######## systolic_feeder ########
**systolic_feeder: the metal 3 layer**

Bar = 50 um.
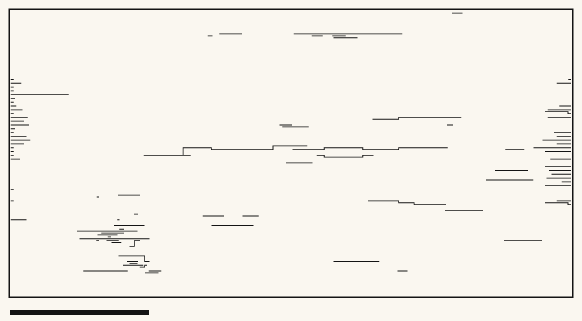
**systolic_feeder: cell outlines without signal wires**

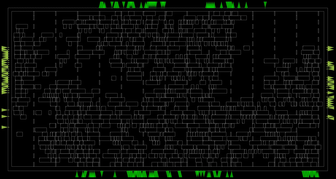
File: src/rtl/systolic_feeder.sv
// Input skew/staging stage for an NxN systolic array: lane i is delayed i advance steps.
// Optional build macro FEEDER_STALL_CNT_EN adds the stall_cnt output.

module feeder_lane #(
  parameter int DEPTH = 0,
  parameter int W     = 8
) (
  input  logic         clk,
  input  logic         rst,
  input  logic         adv,
  input  logic [W-1:0] din,
  output logic [W-1:0] dout
);
  // pipe[0] takes the new step; pipe[DEPTH] is the output register
  logic [DEPTH:0][W-1:0] pipe;

  if (DEPTH == 0) begin : g_d0
    always_ff @(posedge clk) begin
      if (rst)      pipe <= '0;
      else if (adv) pipe <= din;
    end
  end else begin : g_dn
    always_ff @(posedge clk) begin
      if (rst)      pipe <= '0;
      else if (adv) pipe <= {pipe[DEPTH-1:0], din};
    end
  end

  assign dout = pipe[DEPTH];
endmodule

module systolic_feeder #(
  parameter int N          = 4,
  parameter int DATA_WIDTH = 8,
  parameter int KW         = 8
) (
  input  logic                    clk,
  input  logic                    rst,
  input  logic                    start,
  input  logic [KW-1:0]           k_len,
  input  logic                    in_valid,
  output logic                    in_ready,
  input  logic [N*DATA_WIDTH-1:0] a_col,
  input  logic [N*DATA_WIDTH-1:0] b_row,
  output logic [N*DATA_WIDTH-1:0] a_out,
  output logic [N*DATA_WIDTH-1:0] b_out,
  output logic                    we,
  output logic                    busy,
  output logic                    done
`ifdef FEEDER_STALL_CNT_EN
  ,
  output logic [15:0]             stall_cnt
`endif
);
  localparam int DRAIN_LEN = 2*N - 2;
  localparam int CW        = (N > 1) ? $clog2(2*N) : 1;

  typedef enum logic [1:0] {IDLE, STREAM, DRAIN, FIN} state_t;

  state_t          state, state_nx;
  logic [KW-1:0]   beat_cnt, beat_nx;
  logic [CW-1:0]   drain_cnt, drain_nx;
  logic            adv;

  logic [N-1:0][DATA_WIDTH-1:0] a_in, b_in, a_q, b_q;

  always_comb begin
    state_nx = state;
    beat_nx  = beat_cnt;
    drain_nx = drain_cnt;
    adv      = 1'b0;
    case (state)
      IDLE: begin
        if (start) begin
          if (k_len != '0) begin
            state_nx = STREAM;
            beat_nx  = k_len;
          end else begin
            state_nx = FIN;
          end
        end
      end
      STREAM: begin
        if (in_valid) begin
          adv     = 1'b1;
          beat_nx = beat_cnt - KW'(1);
          if (beat_cnt == KW'(1)) begin
            drain_nx = CW'(DRAIN_LEN);
            state_nx = (DRAIN_LEN == 0) ? FIN : DRAIN;
          end
        end
      end
      DRAIN: begin
        adv      = 1'b1;
        drain_nx = drain_cnt - CW'(1);
        if (drain_cnt <= CW'(1)) state_nx = FIN;
      end
      FIN:     state_nx = IDLE;
      default: state_nx = IDLE;
    endcase
  end

  always_ff @(posedge clk) begin
    if (rst) begin
      state     <= IDLE;
      beat_cnt  <= '0;
      drain_cnt <= '0;
      we        <= 1'b0;
      done      <= 1'b0;
    end else begin
      state     <= state_nx;
      beat_cnt  <= beat_nx;
      drain_cnt <= drain_nx;
      we        <= adv;
      done      <= (state == FIN);
    end
  end

  assign in_ready = (state == STREAM);
  assign busy     = (state != IDLE);

  // DRAIN flushes the skew chains with zero operands
  assign a_in = (state == STREAM) ? a_col : '0;
  assign b_in = (state == STREAM) ? b_row : '0;

  for (genvar i = 0; i < N; i++) begin : g_lane
    feeder_lane #(.DEPTH(i), .W(DATA_WIDTH)) u_a (
      .clk(clk), .rst(rst), .adv(adv), .din(a_in[i]), .dout(a_q[i])
    );
    feeder_lane #(.DEPTH(i), .W(DATA_WIDTH)) u_b (
      .clk(clk), .rst(rst), .adv(adv), .din(b_in[i]), .dout(b_q[i])
    );
  end

  assign a_out = a_q;
  assign b_out = b_q;

`ifdef FEEDER_STALL_CNT_EN
  always_ff @(posedge clk) begin
    if (rst)
      stall_cnt <= '0;
    else if (state == IDLE && start)
      stall_cnt <= '0;
    else if (state == STREAM && !in_valid && stall_cnt != 16'hFFFF)
      stall_cnt <= stall_cnt + 16'd1;
  end
`endif
endmodule

File: config.mk
export PLATFORM = sky130hd
export DESIGN_NAME = systolic_feeder
export DESIGN_NICKNAME = d
export VERILOG_FILES = /design/src/rtl/systolic_feeder.sv
export SDC_FILE = /design/constraint.sdc
export NUM_CORES = 1
export LEC_CHECK = 0
export CAP_MARGIN = 0
export CORE_ASPECT_RATIO = 0.5
export CORE_MARGIN = 2
export CORE_UTILIZATION = 35
export CTS_CLUSTER_SIZE = 40
export DETAILED_ROUTE_END_ITERATION = 8
export HOLD_SLACK_MARGIN = 0.15
export MAX_ROUTING_LAYER = met4
export PLACE_DENSITY = 0.61
export SYNTH_ARGS = -nofsm -noshare
export SYNTH_HDL_FRONTEND = slang
export SYNTH_SLANG_ARGS = --single-unit
File: constraint.sdc
create_clock -name clk -period 2.2 [get_ports clk]
set_input_delay 0.44 -clock clk [delete_from_list [all_inputs] [get_ports clk]]
set_output_delay 0.44 -clock clk [all_outputs]
set_load 0.005 [all_outputs]
==> GITHUB_STEP_SUMMARY <==
## PnR job results

| Metric | Value |
|---|---|
| Min Hold Slack | 0.448 ns |
| Top area cell types | dfxtp_1, nand2_1, a21oi_1 |
| Xor+xnor area frac | 0% |
| CTS tree | built |
| Ys cells | about 800 |
| Top cell excl fill/tap | nand2_1 |
| Final instance area | 8850 um^2 |
| Net Sw Frac | between 30% and 40% |
| Number of global-route vias before repair | 4986 |
| Netlist Area Pre-Place | between 6000 and 7000 um^2 |
| Post-synth seq share | 51.3% |
| Total GRT Usage | between 10% and 20% |
| Buffering overhead | 19.3% |
| RSZ-0062 raised after global routing | no |
| Crit path max fanout | 4 |
| Pwr/cell area | 1020 nW/um^2 |
| Routed length on met3 | between 700 and 800 um |
| Estimated wirelength of the detail-placed design | 10100 um |
| Status | complete, no violations |
| CP endpoint kind | primary output |
| Clock latency (worst-skew pair) | a little over 0.4 ns |
About 'the metal 3 layer' of systolic_feeder:
longest straight run: 38.6 um
wire length on this layer: 784 um

About 'cell outlines without signal wires' of systolic_feeder:
core footprint: 19300 um^2
post-layout util: 45.9%
Seq/total area: 39.6%
Rows: 36
flip-flops: 175


######## counter_slot_scheduler ########
**counter_slot_scheduler: cell outlines without signal wires**

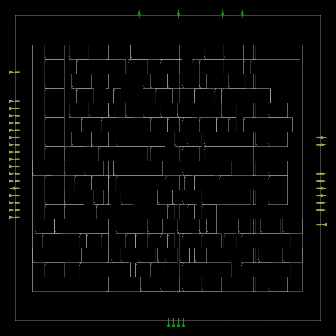
**counter_slot_scheduler: placement density heat map**

The die is cut into 11 by 11 equal tiles; white is low, dark blue is high, 0 to 100% covered.
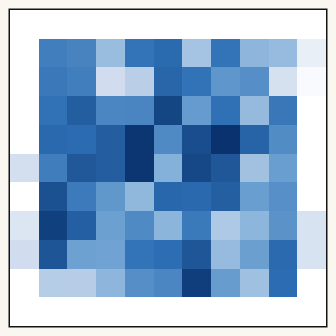
**counter_slot_scheduler: cell classes on the final placement**

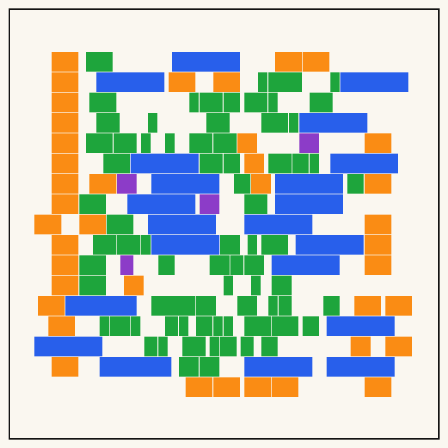
==> src/rtl/counter_slot_scheduler.sv <==
// Round-robin scheduler sharing one up counter among NREQ timed-slot requesters.
// Ports: clk, rst (async active-low), req/dur in; gnt, cnt, busy, done out.
module counter_slot_scheduler #(
    parameter int NREQ  = 4,
    parameter int WIDTH = 4
) (
    input  logic                  clk,
    input  logic                  rst,
    input  logic [NREQ-1:0]       req,
    input  logic [NREQ*WIDTH-1:0] dur,
    output logic [NREQ-1:0]       gnt,
    output logic [WIDTH-1:0]      cnt,
    output logic                  busy,
    output logic [NREQ-1:0]       done
);

    localparam int PW = (NREQ > 1) ? $clog2(NREQ) : 1;

    typedef enum logic [1:0] {
        IDLE,
        RUN,
        DONE
    } state_t;

    state_t            state_q, state_d;
    logic [NREQ-1:0]   gnt_q, gnt_d;
    logic [WIDTH-1:0]  cnt_q, cnt_d;
    logic              busy_q, busy_d;
    logic [NREQ-1:0]   done_q, done_d;
    logic [WIDTH-1:0]  lim_q, lim_d;
    logic [PW-1:0]     rr_q, rr_d;

    logic [WIDTH-1:0]  dur_a [NREQ];
    logic [PW-1:0]     win;
    logic [PW-1:0]     cand;
    logic              found;

    always_comb begin
        for (int i = 0; i < NREQ; i++) begin
            dur_a[i] = dur[i*WIDTH +: WIDTH];
        end
    end

    // Search starts just after the last winner, so the
    // previous grantee is always checked last.
    always_comb begin
        win   = '0;
        cand  = '0;
        found = 1'b0;
        for (int k = 1; k <= NREQ; k++) begin
            cand = PW'((int'(rr_q) + k) % NREQ);
            if (!found && req[cand]) begin
                found = 1'b1;
                win   = cand;
            end
        end
    end

    always_comb begin
        state_d = state_q;
        gnt_d   = gnt_q;
        cnt_d   = cnt_q;
        busy_d  = busy_q;
        done_d  = '0;
        lim_d   = lim_q;
        rr_d    = rr_q;
        unique case (state_q)
            IDLE, DONE: begin
                state_d = IDLE;
                gnt_d   = '0;
                cnt_d   = '0;
                busy_d  = 1'b0;
                if (found) begin
                    state_d = RUN;
                    gnt_d   = NREQ'(1) << win;
                    rr_d    = win;
                    lim_d   = dur_a[win];
                    busy_d  = 1'b1;
                end
            end
            RUN: begin
                if (!(|(req & gnt_q))) begin
                    // Requester withdrew: end slot silently.
                    state_d = IDLE;
                    gnt_d   = '0;
                    cnt_d   = '0;
                    busy_d  = 1'b0;
                end else if (cnt_q != lim_q) begin
                    cnt_d = cnt_q + WIDTH'(1);
                end else begin
                    // cnt holds lim through the DONE cycle.
                    state_d = DONE;
                    gnt_d   = '0;
                    busy_d  = 1'b0;
                    done_d  = gnt_q;
                end
            end
            default: begin
                state_d = IDLE;
                gnt_d   = '0;
                cnt_d   = '0;
                busy_d  = 1'b0;
            end
        endcase
    end

    always_ff @(posedge clk or negedge rst) begin
        if (!rst) begin
            state_q <= IDLE;
            gnt_q   <= '0;
            cnt_q   <= '0;
            busy_q  <= 1'b0;
            done_q  <= '0;
            lim_q   <= '0;
            rr_q    <= PW'(NREQ - 1);
        end else begin
            state_q <= state_d;
            gnt_q   <= gnt_d;
            cnt_q   <= cnt_d;
            busy_q  <= busy_d;
            done_q  <= done_d;
            lim_q   <= lim_d;
            rr_q    <= rr_d;
        end
    end

    assign gnt  = gnt_q;
    assign cnt  = cnt_q;
    assign busy = busy_q;
    assign done = done_q;

endmodule

==> config.mk <==
export PLATFORM = sky130hd
export DESIGN_NAME = counter_slot_scheduler
export DESIGN_NICKNAME = d
export VERILOG_FILES = /design/src/rtl/counter_slot_scheduler.sv
export SDC_FILE = /design/constraint.sdc
export NUM_CORES = 1
export LEC_CHECK = 0
export CORE_MARGIN = 3
export CORE_UTILIZATION = 40
export DETAILED_ROUTE_END_ITERATION = 12
export GPL_TIMING_DRIVEN = 1
export PLACE_DENSITY = 0.69
export REMOVE_ABC_BUFFERS = 1
export SLEW_MARGIN = 0
export SYNTH_ARGS = -nofsm -noshare
export SYNTH_HDL_FRONTEND = slang
export SYNTH_SLANG_ARGS = --single-unit
==> constraint.sdc <==
create_clock -name clk -period 2.2 [get_ports clk]
set_input_delay 0.33 -clock clk [delete_from_list [all_inputs] [get_ports clk]]
set_output_delay 0.33 -clock clk [all_outputs]
set_load 0.05 [all_outputs]
==> GITHUB_STEP_SUMMARY <==
## PnR job results

| Metric | Value |
|---|---|
| Min Hold Slack | 0.351 ns |
| Area Growth Syn to Fin | 40.8% |
| Total Wirelength | between 2000 and 2500 um |
| Ys cells | 96 |
| YS chip area | 1050 um^2 |
| Final Wtd Congestion | between 0.7 and 0.8 |
| Req. time, crit path | 1.87 ns |
| Clock transition at the registers of the reported paths | 0.12 ns |
| Die W | 57.3 um |
| Status | complete, no violations |
| Yosys aoi share | 15.6% |
| Clock buffer count in the final layout | 3 |
| OpenROAD warnings | 25 |
| Power share of the combinational group | 52.8% |
| Clk. pwr | 0.187 mW |
| Total GRT Usage | 15.3% |
| HP Class | in -> async |
| Core Util at FP | 44.9% |
| CP max stage delay | roughly 0.84 ns |
| Initial antenna violation count | 0 |
| Crit path max fanout | 5 |
| Layout cells sized above 1 | 10.1% |
| DRC violations left | 0 |
About 'cell outlines without signal wires' of counter_slot_scheduler:
Seq/total area: 35.7%
post-layout util: 63.3%
Tap Cells: 28
Rows: 17

About 'placement density heat map' of counter_slot_scheduler:
nearly empty tiles: 27%
fullest tile: 99%
densest ninth of the die: centre

About 'cell classes on the final placement' of counter_slot_scheduler:
[flip-flops] blue | cells: 21
[clock drivers and dummy loads] purple | cells: 4
[all other logic] green | cells: 74
[other buffers and delay cells] orange | cells: 39
final instance area: 1480 um^2
core footprint: 2340 um^2


######## fft_stage_sched ########
**fft_stage_sched: register map, names as in the netlist**

Bar = 20 um.
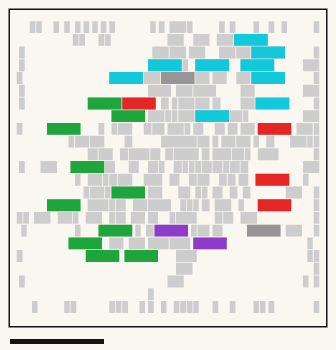
**fft_stage_sched: cell classes on the final placement**

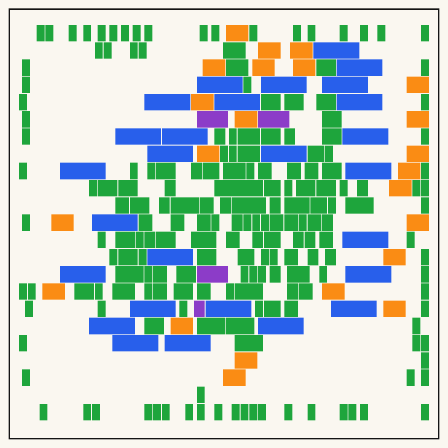
## src/rtl/fft_sched_pkg.sv

```systemverilog
// Shared types and helpers for the FFT stage sequencer.
package fft_sched_pkg;

  localparam int STAGE_W = 4;

  typedef enum logic [1:0] {
    ST_IDLE = 2'd0,
    ST_LOAD = 2'd1,
    ST_RUN  = 2'd2,
    ST_DONE = 2'd3
  } state_e;

  // Butterfly stride for a stage: 1, 2, 4, ...
  function automatic logic [15:0] stage_step(input logic [STAGE_W-1:0] stage);
    return 16'(1) << stage;
  endfunction

endpackage

```

## src/rtl/fft_beat_counter.sv

```systemverilog
// Beat counter for one stage; wraps to 0 on the last beat so it never exceeds FRAME_LEN-1.
module fft_beat_counter
  import fft_sched_pkg::*;
#(
  parameter int LOG2_N = 9
) (
  input  logic clk,
  input  logic rst,
  input  logic clr,
  input  logic en,
  output logic last
);

  localparam int CW = LOG2_N + 1;
  localparam logic [CW-1:0] LAST_BEAT = CW'((1 << LOG2_N) - 1);

  logic [CW-1:0] count_q, count_d;

  assign last = en && (count_q == LAST_BEAT);

  always_comb begin
    count_d = count_q;
    if (clr || last) count_d = '0;
    else if (en)     count_d = count_q + CW'(1);
  end

  always_ff @(posedge clk) begin
    if (rst) count_q <= '0;
    else     count_q <= count_d;
  end

endmodule

```

## src/rtl/fft_stage_sched.sv

```systemverilog
// Stage sequencer: walks one counter_d instance through LOG2_N butterfly stages per frame.
module fft_stage_sched
  import fft_sched_pkg::*;
#(
  parameter int LOG2_N     = 9,
  parameter int CNT_WIDTH  = 36,
  parameter int STEP_WIDTH = 9
) (
  input  logic                  clk,
  input  logic                  rst,
  input  logic                  start,
  input  logic                  abort,
  input  logic                  din_valid,
  output logic                  cnt_ena,
  output logic                  cnt_rst,
  output logic                  cnt_updown,
  output logic [STEP_WIDTH-1:0] cnt_step,
  output logic [CNT_WIDTH-1:0]  cnt_min,
  output logic [CNT_WIDTH-1:0]  cnt_max,
  output logic [3:0]            stage,
  output logic                  stage_first,
  output logic                  busy,
  output logic                  done
);

  localparam logic [CNT_WIDTH-1:0] MAX_VAL    = CNT_WIDTH'((1 << LOG2_N) - 1);
  localparam logic [STAGE_W-1:0]   LAST_STAGE = STAGE_W'(LOG2_N - 1);

  state_e                  state_q, state_d;
  logic [STAGE_W-1:0]      stage_q, stage_d;
  logic [STEP_WIDTH-1:0]   cnt_step_q, cnt_step_d;
  logic                    cnt_updown_q, cnt_updown_d;
  logic [CNT_WIDTH-1:0]    cnt_min_q, cnt_min_d;
  logic [CNT_WIDTH-1:0]    cnt_max_q, cnt_max_d;
  logic                    first_q, first_d;
  logic                    load_cfg;
  logic                    beat_en, beat_clr, beat_last;

  assign beat_en  = (state_q == ST_RUN) && din_valid;
  assign beat_clr = (state_q != ST_RUN) || abort;

  fft_beat_counter #(.LOG2_N(LOG2_N)) u_beat (
    .clk  (clk),
    .rst  (rst),
    .clr  (beat_clr),
    .en   (beat_en),
    .last (beat_last)
  );

  always_comb begin
    state_d  = state_q;
    stage_d  = stage_q;
    load_cfg = 1'b0;
    case (state_q)
      ST_IDLE: if (start) begin
        state_d  = ST_LOAD;
        stage_d  = '0;
        load_cfg = 1'b1;
      end
      ST_LOAD: state_d = ST_RUN;
      ST_RUN: if (beat_last) begin
        if (stage_q < LAST_STAGE) begin
          state_d  = ST_LOAD;
          stage_d  = stage_q + STAGE_W'(1);
          load_cfg = 1'b1;
        end else begin
          state_d = ST_DONE;
        end
      end
      ST_DONE: state_d = ST_IDLE;
      default: state_d = ST_IDLE;
    endcase
    // Abort wins over start and over last-beat advances; config is left as-is.
    if (abort) begin
      state_d  = ST_IDLE;
      stage_d  = '0;
      load_cfg = 1'b0;
    end
  end

  // Config only moves on the edge that enters LOAD, so it is frozen through RUN.
  always_comb begin
    cnt_step_d   = cnt_step_q;
    cnt_updown_d = cnt_updown_q;
    cnt_min_d    = cnt_min_q;
    cnt_max_d    = cnt_max_q;
    if (load_cfg) begin
      cnt_step_d   = STEP_WIDTH'(stage_step(stage_d));
      cnt_updown_d = ~stage_d[0];
      cnt_min_d    = '0;
      cnt_max_d    = MAX_VAL;
    end
    first_d = (state_q == ST_LOAD) && (state_d == ST_RUN);
  end

  always_ff @(posedge clk) begin
    if (rst) begin
      state_q      <= ST_IDLE;
      stage_q      <= '0;
      cnt_step_q   <= STEP_WIDTH'(1);
      cnt_updown_q <= 1'b1;
      cnt_min_q    <= '0;
      cnt_max_q    <= MAX_VAL;
      first_q      <= 1'b0;
    end else begin
      state_q      <= state_d;
      stage_q      <= stage_d;
      cnt_step_q   <= cnt_step_d;
      cnt_updown_q <= cnt_updown_d;
      cnt_min_q    <= cnt_min_d;
      cnt_max_q    <= cnt_max_d;
      first_q      <= first_d;
    end
  end

  assign cnt_rst     = (state_q != ST_RUN);
  assign cnt_ena     = beat_en;
  assign cnt_step    = cnt_step_q;
  assign cnt_updown  = cnt_updown_q;
  assign cnt_min     = cnt_min_q;
  assign cnt_max     = cnt_max_q;
  assign stage       = stage_q;
  assign stage_first = first_q;
  assign busy        = (state_q == ST_LOAD) || (state_q == ST_RUN);
  assign done        = (state_q == ST_DONE);

endmodule

```

## config.mk

```make
export PLATFORM = sky130hd
export DESIGN_NAME = fft_stage_sched
export DESIGN_NICKNAME = d
export VERILOG_FILES = /design/src/rtl/fft_sched_pkg.sv /design/src/rtl/fft_beat_counter.sv /design/src/rtl/fft_stage_sched.sv
export SDC_FILE = /design/constraint.sdc
export NUM_CORES = 1
export LEC_CHECK = 0
export CAP_MARGIN = 40
export CORE_UTILIZATION = 45
export CTS_BUF_LIST = sky130_fd_sc_hd__clkbuf_8
export DETAILED_ROUTE_END_ITERATION = 12
export GPL_ROUTABILITY_DRIVEN = 0
export PLACE_DENSITY = 0.95
export SLEW_MARGIN = 20
export SYNTH_ARGS = -nofsm -noshare
export SYNTH_HDL_FRONTEND = slang
export SYNTH_SLANG_ARGS = --single-unit
export TNS_END_PERCENT = 1
```

## constraint.sdc

```tcl
create_clock -name clk -period 4.6 [get_ports clk]
set_input_delay 0.46 -clock clk [delete_from_list [all_inputs] [get_ports clk]]
set_output_delay 0.46 -clock clk [all_outputs]
set_load 0.01 [all_outputs]
```

==> GITHUB_STEP_SUMMARY <==
## PnR job results

| Metric | Value |
|---|---|
| Status | complete, no violations |
| Total clock buffers created by CTS | 3 |
| Final Cycle Share | 53.5% |
| Core Util at FP | 47.7% |
| Pwr/cell area | approximately 220 nW/um^2 |
| Top cell category | multi-input combinational cells |
| DRC violations left | 0 |
| Largest register FFs | 10 |
| Largest net degree at the start of global routing | 16 |
| Number of signal-net inverters in the final layout | 5 |
| Synth warnings | 0 |
| Max frequency | 406 MHz |
| R2R Setup Slk | 2.26 ns |
| Yosys aoi share | 13.8% |
| Critical Path Source Type | register |
| Clock buffer count in the final layout | 3 |
| Hold Startpoint | cnt_step[6]$_SDFFE_PP0P_ |
Notes on 'register map, names as in the netlist' of fft_stage_sched above:
[state_q] purple | flops: 2
[stage] red | flops: 4 | where: east
[cnt_step] cyan | flops: 9
[u_beat.count_q] green | flops: 10
not coloured: 2

Notes on 'cell classes on the final placement' of fft_stage_sched above:
[clock drivers and dummy loads] purple | cells: 4
[other buffers and delay cells] orange | cells: 23
[all other logic] green | cells: 190
[flip-flops] blue | cells: 27
Rows: 23
final instance area: 1950 um^2
core footprint: 4060 um^2


######## fetch_unit ########
**fetch_unit: cell outlines without signal wires**

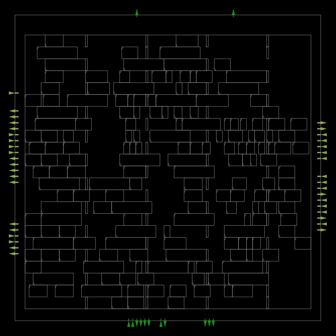
==> src/rtl/sap1_pkg.sv <==
// Shared SAP-1 types and constants: sequencer states, default widths and opcodes.
package sap1_pkg;

  localparam int unsigned ADDR_W_DEF = 4;
  localparam int unsigned DATA_W_DEF = 8;
  localparam int unsigned OPC_W_DEF  = 4;

  localparam logic [3:0] OpcLda = 4'h0;
  localparam logic [3:0] OpcAdd = 4'h1;
  localparam logic [3:0] OpcSub = 4'h2;
  localparam logic [3:0] OpcOut = 4'hE;
  localparam logic [3:0] OpcHlt = 4'hF;

  typedef enum logic [3:0] {
    StIdle,
    StFAddr,
    StFStrb,
    StFLatch,
    StExec,
    StDAddr,
    StDStrb,
    StDLatch,
    StHalt
  } fetch_state_e;

endpackage

==> src/rtl/program_counter.sv <==
// Program counter with synchronous load, increment (wrapping) and async reset.
module program_counter
  import sap1_pkg::*;
#(
  parameter int unsigned ADDR_W = ADDR_W_DEF
) (
  input  logic              clk_i,
  input  logic              rst_i,
  input  logic              load_i,
  input  logic [ADDR_W-1:0] load_val_i,
  input  logic              inc_i,
  output logic [ADDR_W-1:0] pc_o
);

  logic [ADDR_W-1:0] pc_q;

  always_ff @(posedge clk_i or posedge rst_i) begin
    if (rst_i) begin
      pc_q <= '0;
    end else if (load_i) begin
      pc_q <= load_val_i;
    end else if (inc_i) begin
      // Natural overflow gives the 15 -> 0 wrap.
      pc_q <= pc_q + ADDR_W'(1);
    end
  end

  assign pc_o = pc_q;

endmodule

==> src/rtl/fetch_unit.sv <==
// SAP-1 fetch / operand-access sequencer: owns PC, MAR and IR, strobes the RAM
// with an active-low read and returns instruction or operand bytes.
module fetch_unit
  import sap1_pkg::*;
#(
  parameter int unsigned       ADDR_W  = ADDR_W_DEF,
  parameter int unsigned       DATA_W  = DATA_W_DEF,
  parameter int unsigned       OPC_W   = OPC_W_DEF,
  parameter logic [OPC_W-1:0]  HLT_OPC = OPC_W'(OpcHlt)
) (
  input  logic              clk_i,
  input  logic              rst_i,
  input  logic              run_i,
  output logic [ADDR_W-1:0] addr_o,
  output logic              cen_o,
  input  logic [DATA_W-1:0] mem_data_i,
  output logic [DATA_W-1:0] ir_o,
  output logic              ir_valid_o,
  input  logic              next_i,
  input  logic              jmp_i,
  input  logic [ADDR_W-1:0] jmp_addr_i,
  input  logic              rd_req_i,
  input  logic [ADDR_W-1:0] rd_addr_i,
  output logic [DATA_W-1:0] rd_data_o,
  output logic              rd_valid_o,
  output logic [ADDR_W-1:0] pc_o,
  output logic              halted_o
);

  fetch_state_e      state_q;
  logic [ADDR_W-1:0] addr_q;
  logic              cen_q;
  logic [DATA_W-1:0] ir_q;
  logic              ir_valid_q;
  logic [DATA_W-1:0] rd_data_q;
  logic              rd_valid_q;
  logic              halted_q;

  logic [ADDR_W-1:0] pc;
  logic              pc_load;
  logic              pc_inc;

  // Jump has top priority in EXEC, so the PC load only depends on jmp_i there.
  always_comb begin
    pc_load = (state_q == StExec) && jmp_i;
    pc_inc  = (state_q == StFStrb);
  end

  program_counter #(
    .ADDR_W (ADDR_W)
  ) u_pc (
    .clk_i      (clk_i),
    .rst_i      (rst_i),
    .load_i     (pc_load),
    .load_val_i (jmp_addr_i),
    .inc_i      (pc_inc),
    .pc_o       (pc)
  );

  always_ff @(posedge clk_i or posedge rst_i) begin
    if (rst_i) begin
      state_q    <= StIdle;
      addr_q     <= '0;
      cen_q      <= 1'b1;
      ir_q       <= '0;
      ir_valid_q <= 1'b0;
      rd_data_q  <= '0;
      rd_valid_q <= 1'b0;
      halted_q   <= 1'b0;
    end else begin
      rd_valid_q <= 1'b0;
      unique case (state_q)
        StIdle: begin
          if (run_i) begin
            addr_q  <= pc;
            state_q <= StFAddr;
          end
        end
        StFAddr: begin
          cen_q   <= 1'b0;
          state_q <= StFStrb;
        end
        StFStrb: begin
          cen_q   <= 1'b1;
          state_q <= StFLatch;
        end
        StFLatch: begin
          ir_q <= mem_data_i;
          if (mem_data_i[DATA_W-1 -: OPC_W] == HLT_OPC) begin
            halted_q <= 1'b1;
            state_q  <= StHalt;
          end else begin
            ir_valid_q <= 1'b1;
            state_q    <= StExec;
          end
        end
        StExec: begin
          if (jmp_i) begin
            addr_q     <= jmp_addr_i;
            ir_valid_q <= 1'b0;
            state_q    <= StFAddr;
          end else if (rd_req_i) begin
            addr_q     <= rd_addr_i;
            ir_valid_q <= 1'b0;
            state_q    <= StDAddr;
          end else if (next_i) begin
            addr_q     <= pc;
            ir_valid_q <= 1'b0;
            state_q    <= StFAddr;
          end
        end
        StDAddr: begin
          cen_q   <= 1'b0;
          state_q <= StDStrb;
        end
        StDStrb: begin
          cen_q   <= 1'b1;
          state_q <= StDLatch;
        end
        StDLatch: begin
          rd_data_q  <= mem_data_i;
          rd_valid_q <= 1'b1;
          ir_valid_q <= 1'b1;
          state_q    <= StExec;
        end
        StHalt: begin
          cen_q    <= 1'b1;
          halted_q <= 1'b1;
        end
        default: begin
          cen_q   <= 1'b1;
          state_q <= StIdle;
        end
      endcase
    end
  end

  assign addr_o     = addr_q;
  assign cen_o      = cen_q;
  assign ir_o       = ir_q;
  assign ir_valid_o = ir_valid_q;
  assign rd_data_o  = rd_data_q;
  assign rd_valid_o = rd_valid_q;
  assign pc_o       = pc;
  assign halted_o   = halted_q;

endmodule
==> config.mk <==
export PLATFORM = sky130hd
export DESIGN_NAME = fetch_unit
export DESIGN_NICKNAME = d
export VERILOG_FILES = /design/src/rtl/sap1_pkg.sv /design/src/rtl/program_counter.sv /design/src/rtl/fetch_unit.sv
export SDC_FILE = /design/constraint.sdc
export NUM_CORES = 1
export LEC_CHECK = 0
export CAP_MARGIN = 20
export CORE_MARGIN = 2
export CORE_UTILIZATION = 35
export CTS_CLUSTER_SIZE = 30
export DETAILED_ROUTE_END_ITERATION = 6
export HOLD_SLACK_MARGIN = 0.1
export PLACE_DENSITY = 0.62
export SLEW_MARGIN = 20
export SYNTH_ARGS = -nofsm -noshare
export SYNTH_HDL_FRONTEND = slang
export SYNTH_SLANG_ARGS = --single-unit
export TNS_END_PERCENT = 100
==> constraint.sdc <==
create_clock -name clk_i -period 2.3 [get_ports clk_i]
set_input_delay 0.23 -clock clk_i [delete_from_list [all_inputs] [get_ports clk_i]]
set_output_delay 0.23 -clock clk_i [all_outputs]
set_load 0.05 [all_outputs]
==> GITHUB_STEP_SUMMARY <==
## PnR job results

| Metric | Value |
|---|---|
| Top cell area share | 51.1% |
| Total GRT Usage | 15.9% |
| Post-DRT Antenna Nets | 0 |
| Hold Vio Cnt, Final | 0 |
| TNS Setup | 0 ns |
| Fin worst setup slack | 0.467 ns |
| Grt peak-use layer | met2 |
| M3 GR Usage | 5.77% |
| DR vias | 1147 |
| Commonest cells in the synthesized netlist | dfrtp_1, mux2_2, nor2_1 |
| Post-synth seq share | 52.8% |
| Mapped Cells | 125 |
| Clk. pwr | 0.437 mW |
| Power share of the clock group | between 10% and 20% |
| Top Ports | 50 |
| Status | complete, no violations |
## Picture notes: 'cell outlines without signal wires' of fetch_unit
fillcell total: 376
post-layout util: 52.0%



==> notes/layouts.md <==
Pictures saved along the way, in no particular order.

Placement density heat map.
shot_01.png
The die is cut into 7 by 7 equal tiles; white is low, dark blue is high, 0 to 100% covered.
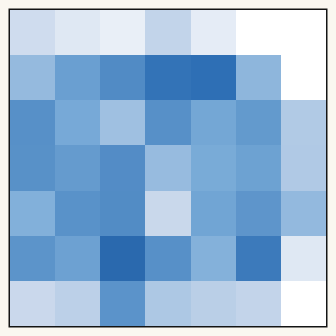
shot_02.png
The die is cut into 7 by 7 equal tiles; white is low, dark blue is high, 0 to 100% covered.
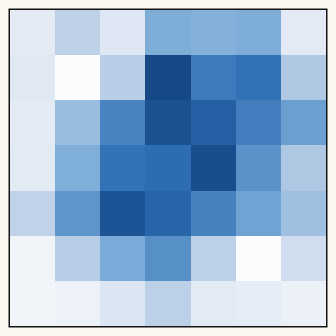
shot_03.png
The die is cut into 20 by 10 equal tiles; white is low, dark blue is high, 0 to 100% covered.
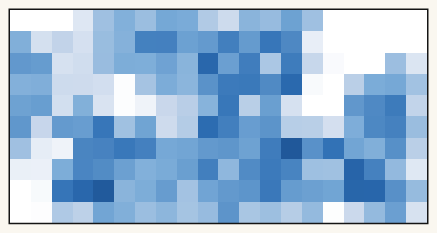
fft_stage_sched is shot_02.png.
fetch_unit is shot_01.png.
systolic_feeder is shot_03.png.


==> layout pictures side by side <==
The metal 3 layer.
Bar = 20 um.
(a)
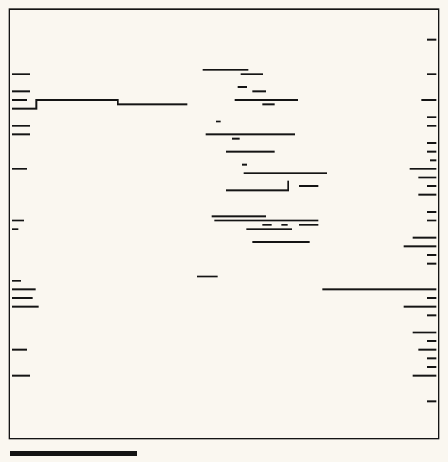
(b)
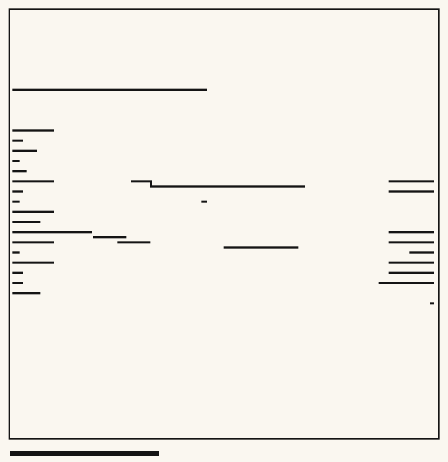
(c)
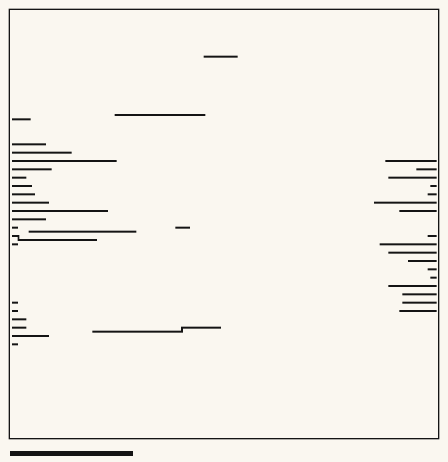
(c) -> fetch_unit
(b) -> counter_slot_scheduler
(a) -> fft_stage_sched

Power is estimated from default activity; no workload was simulated.
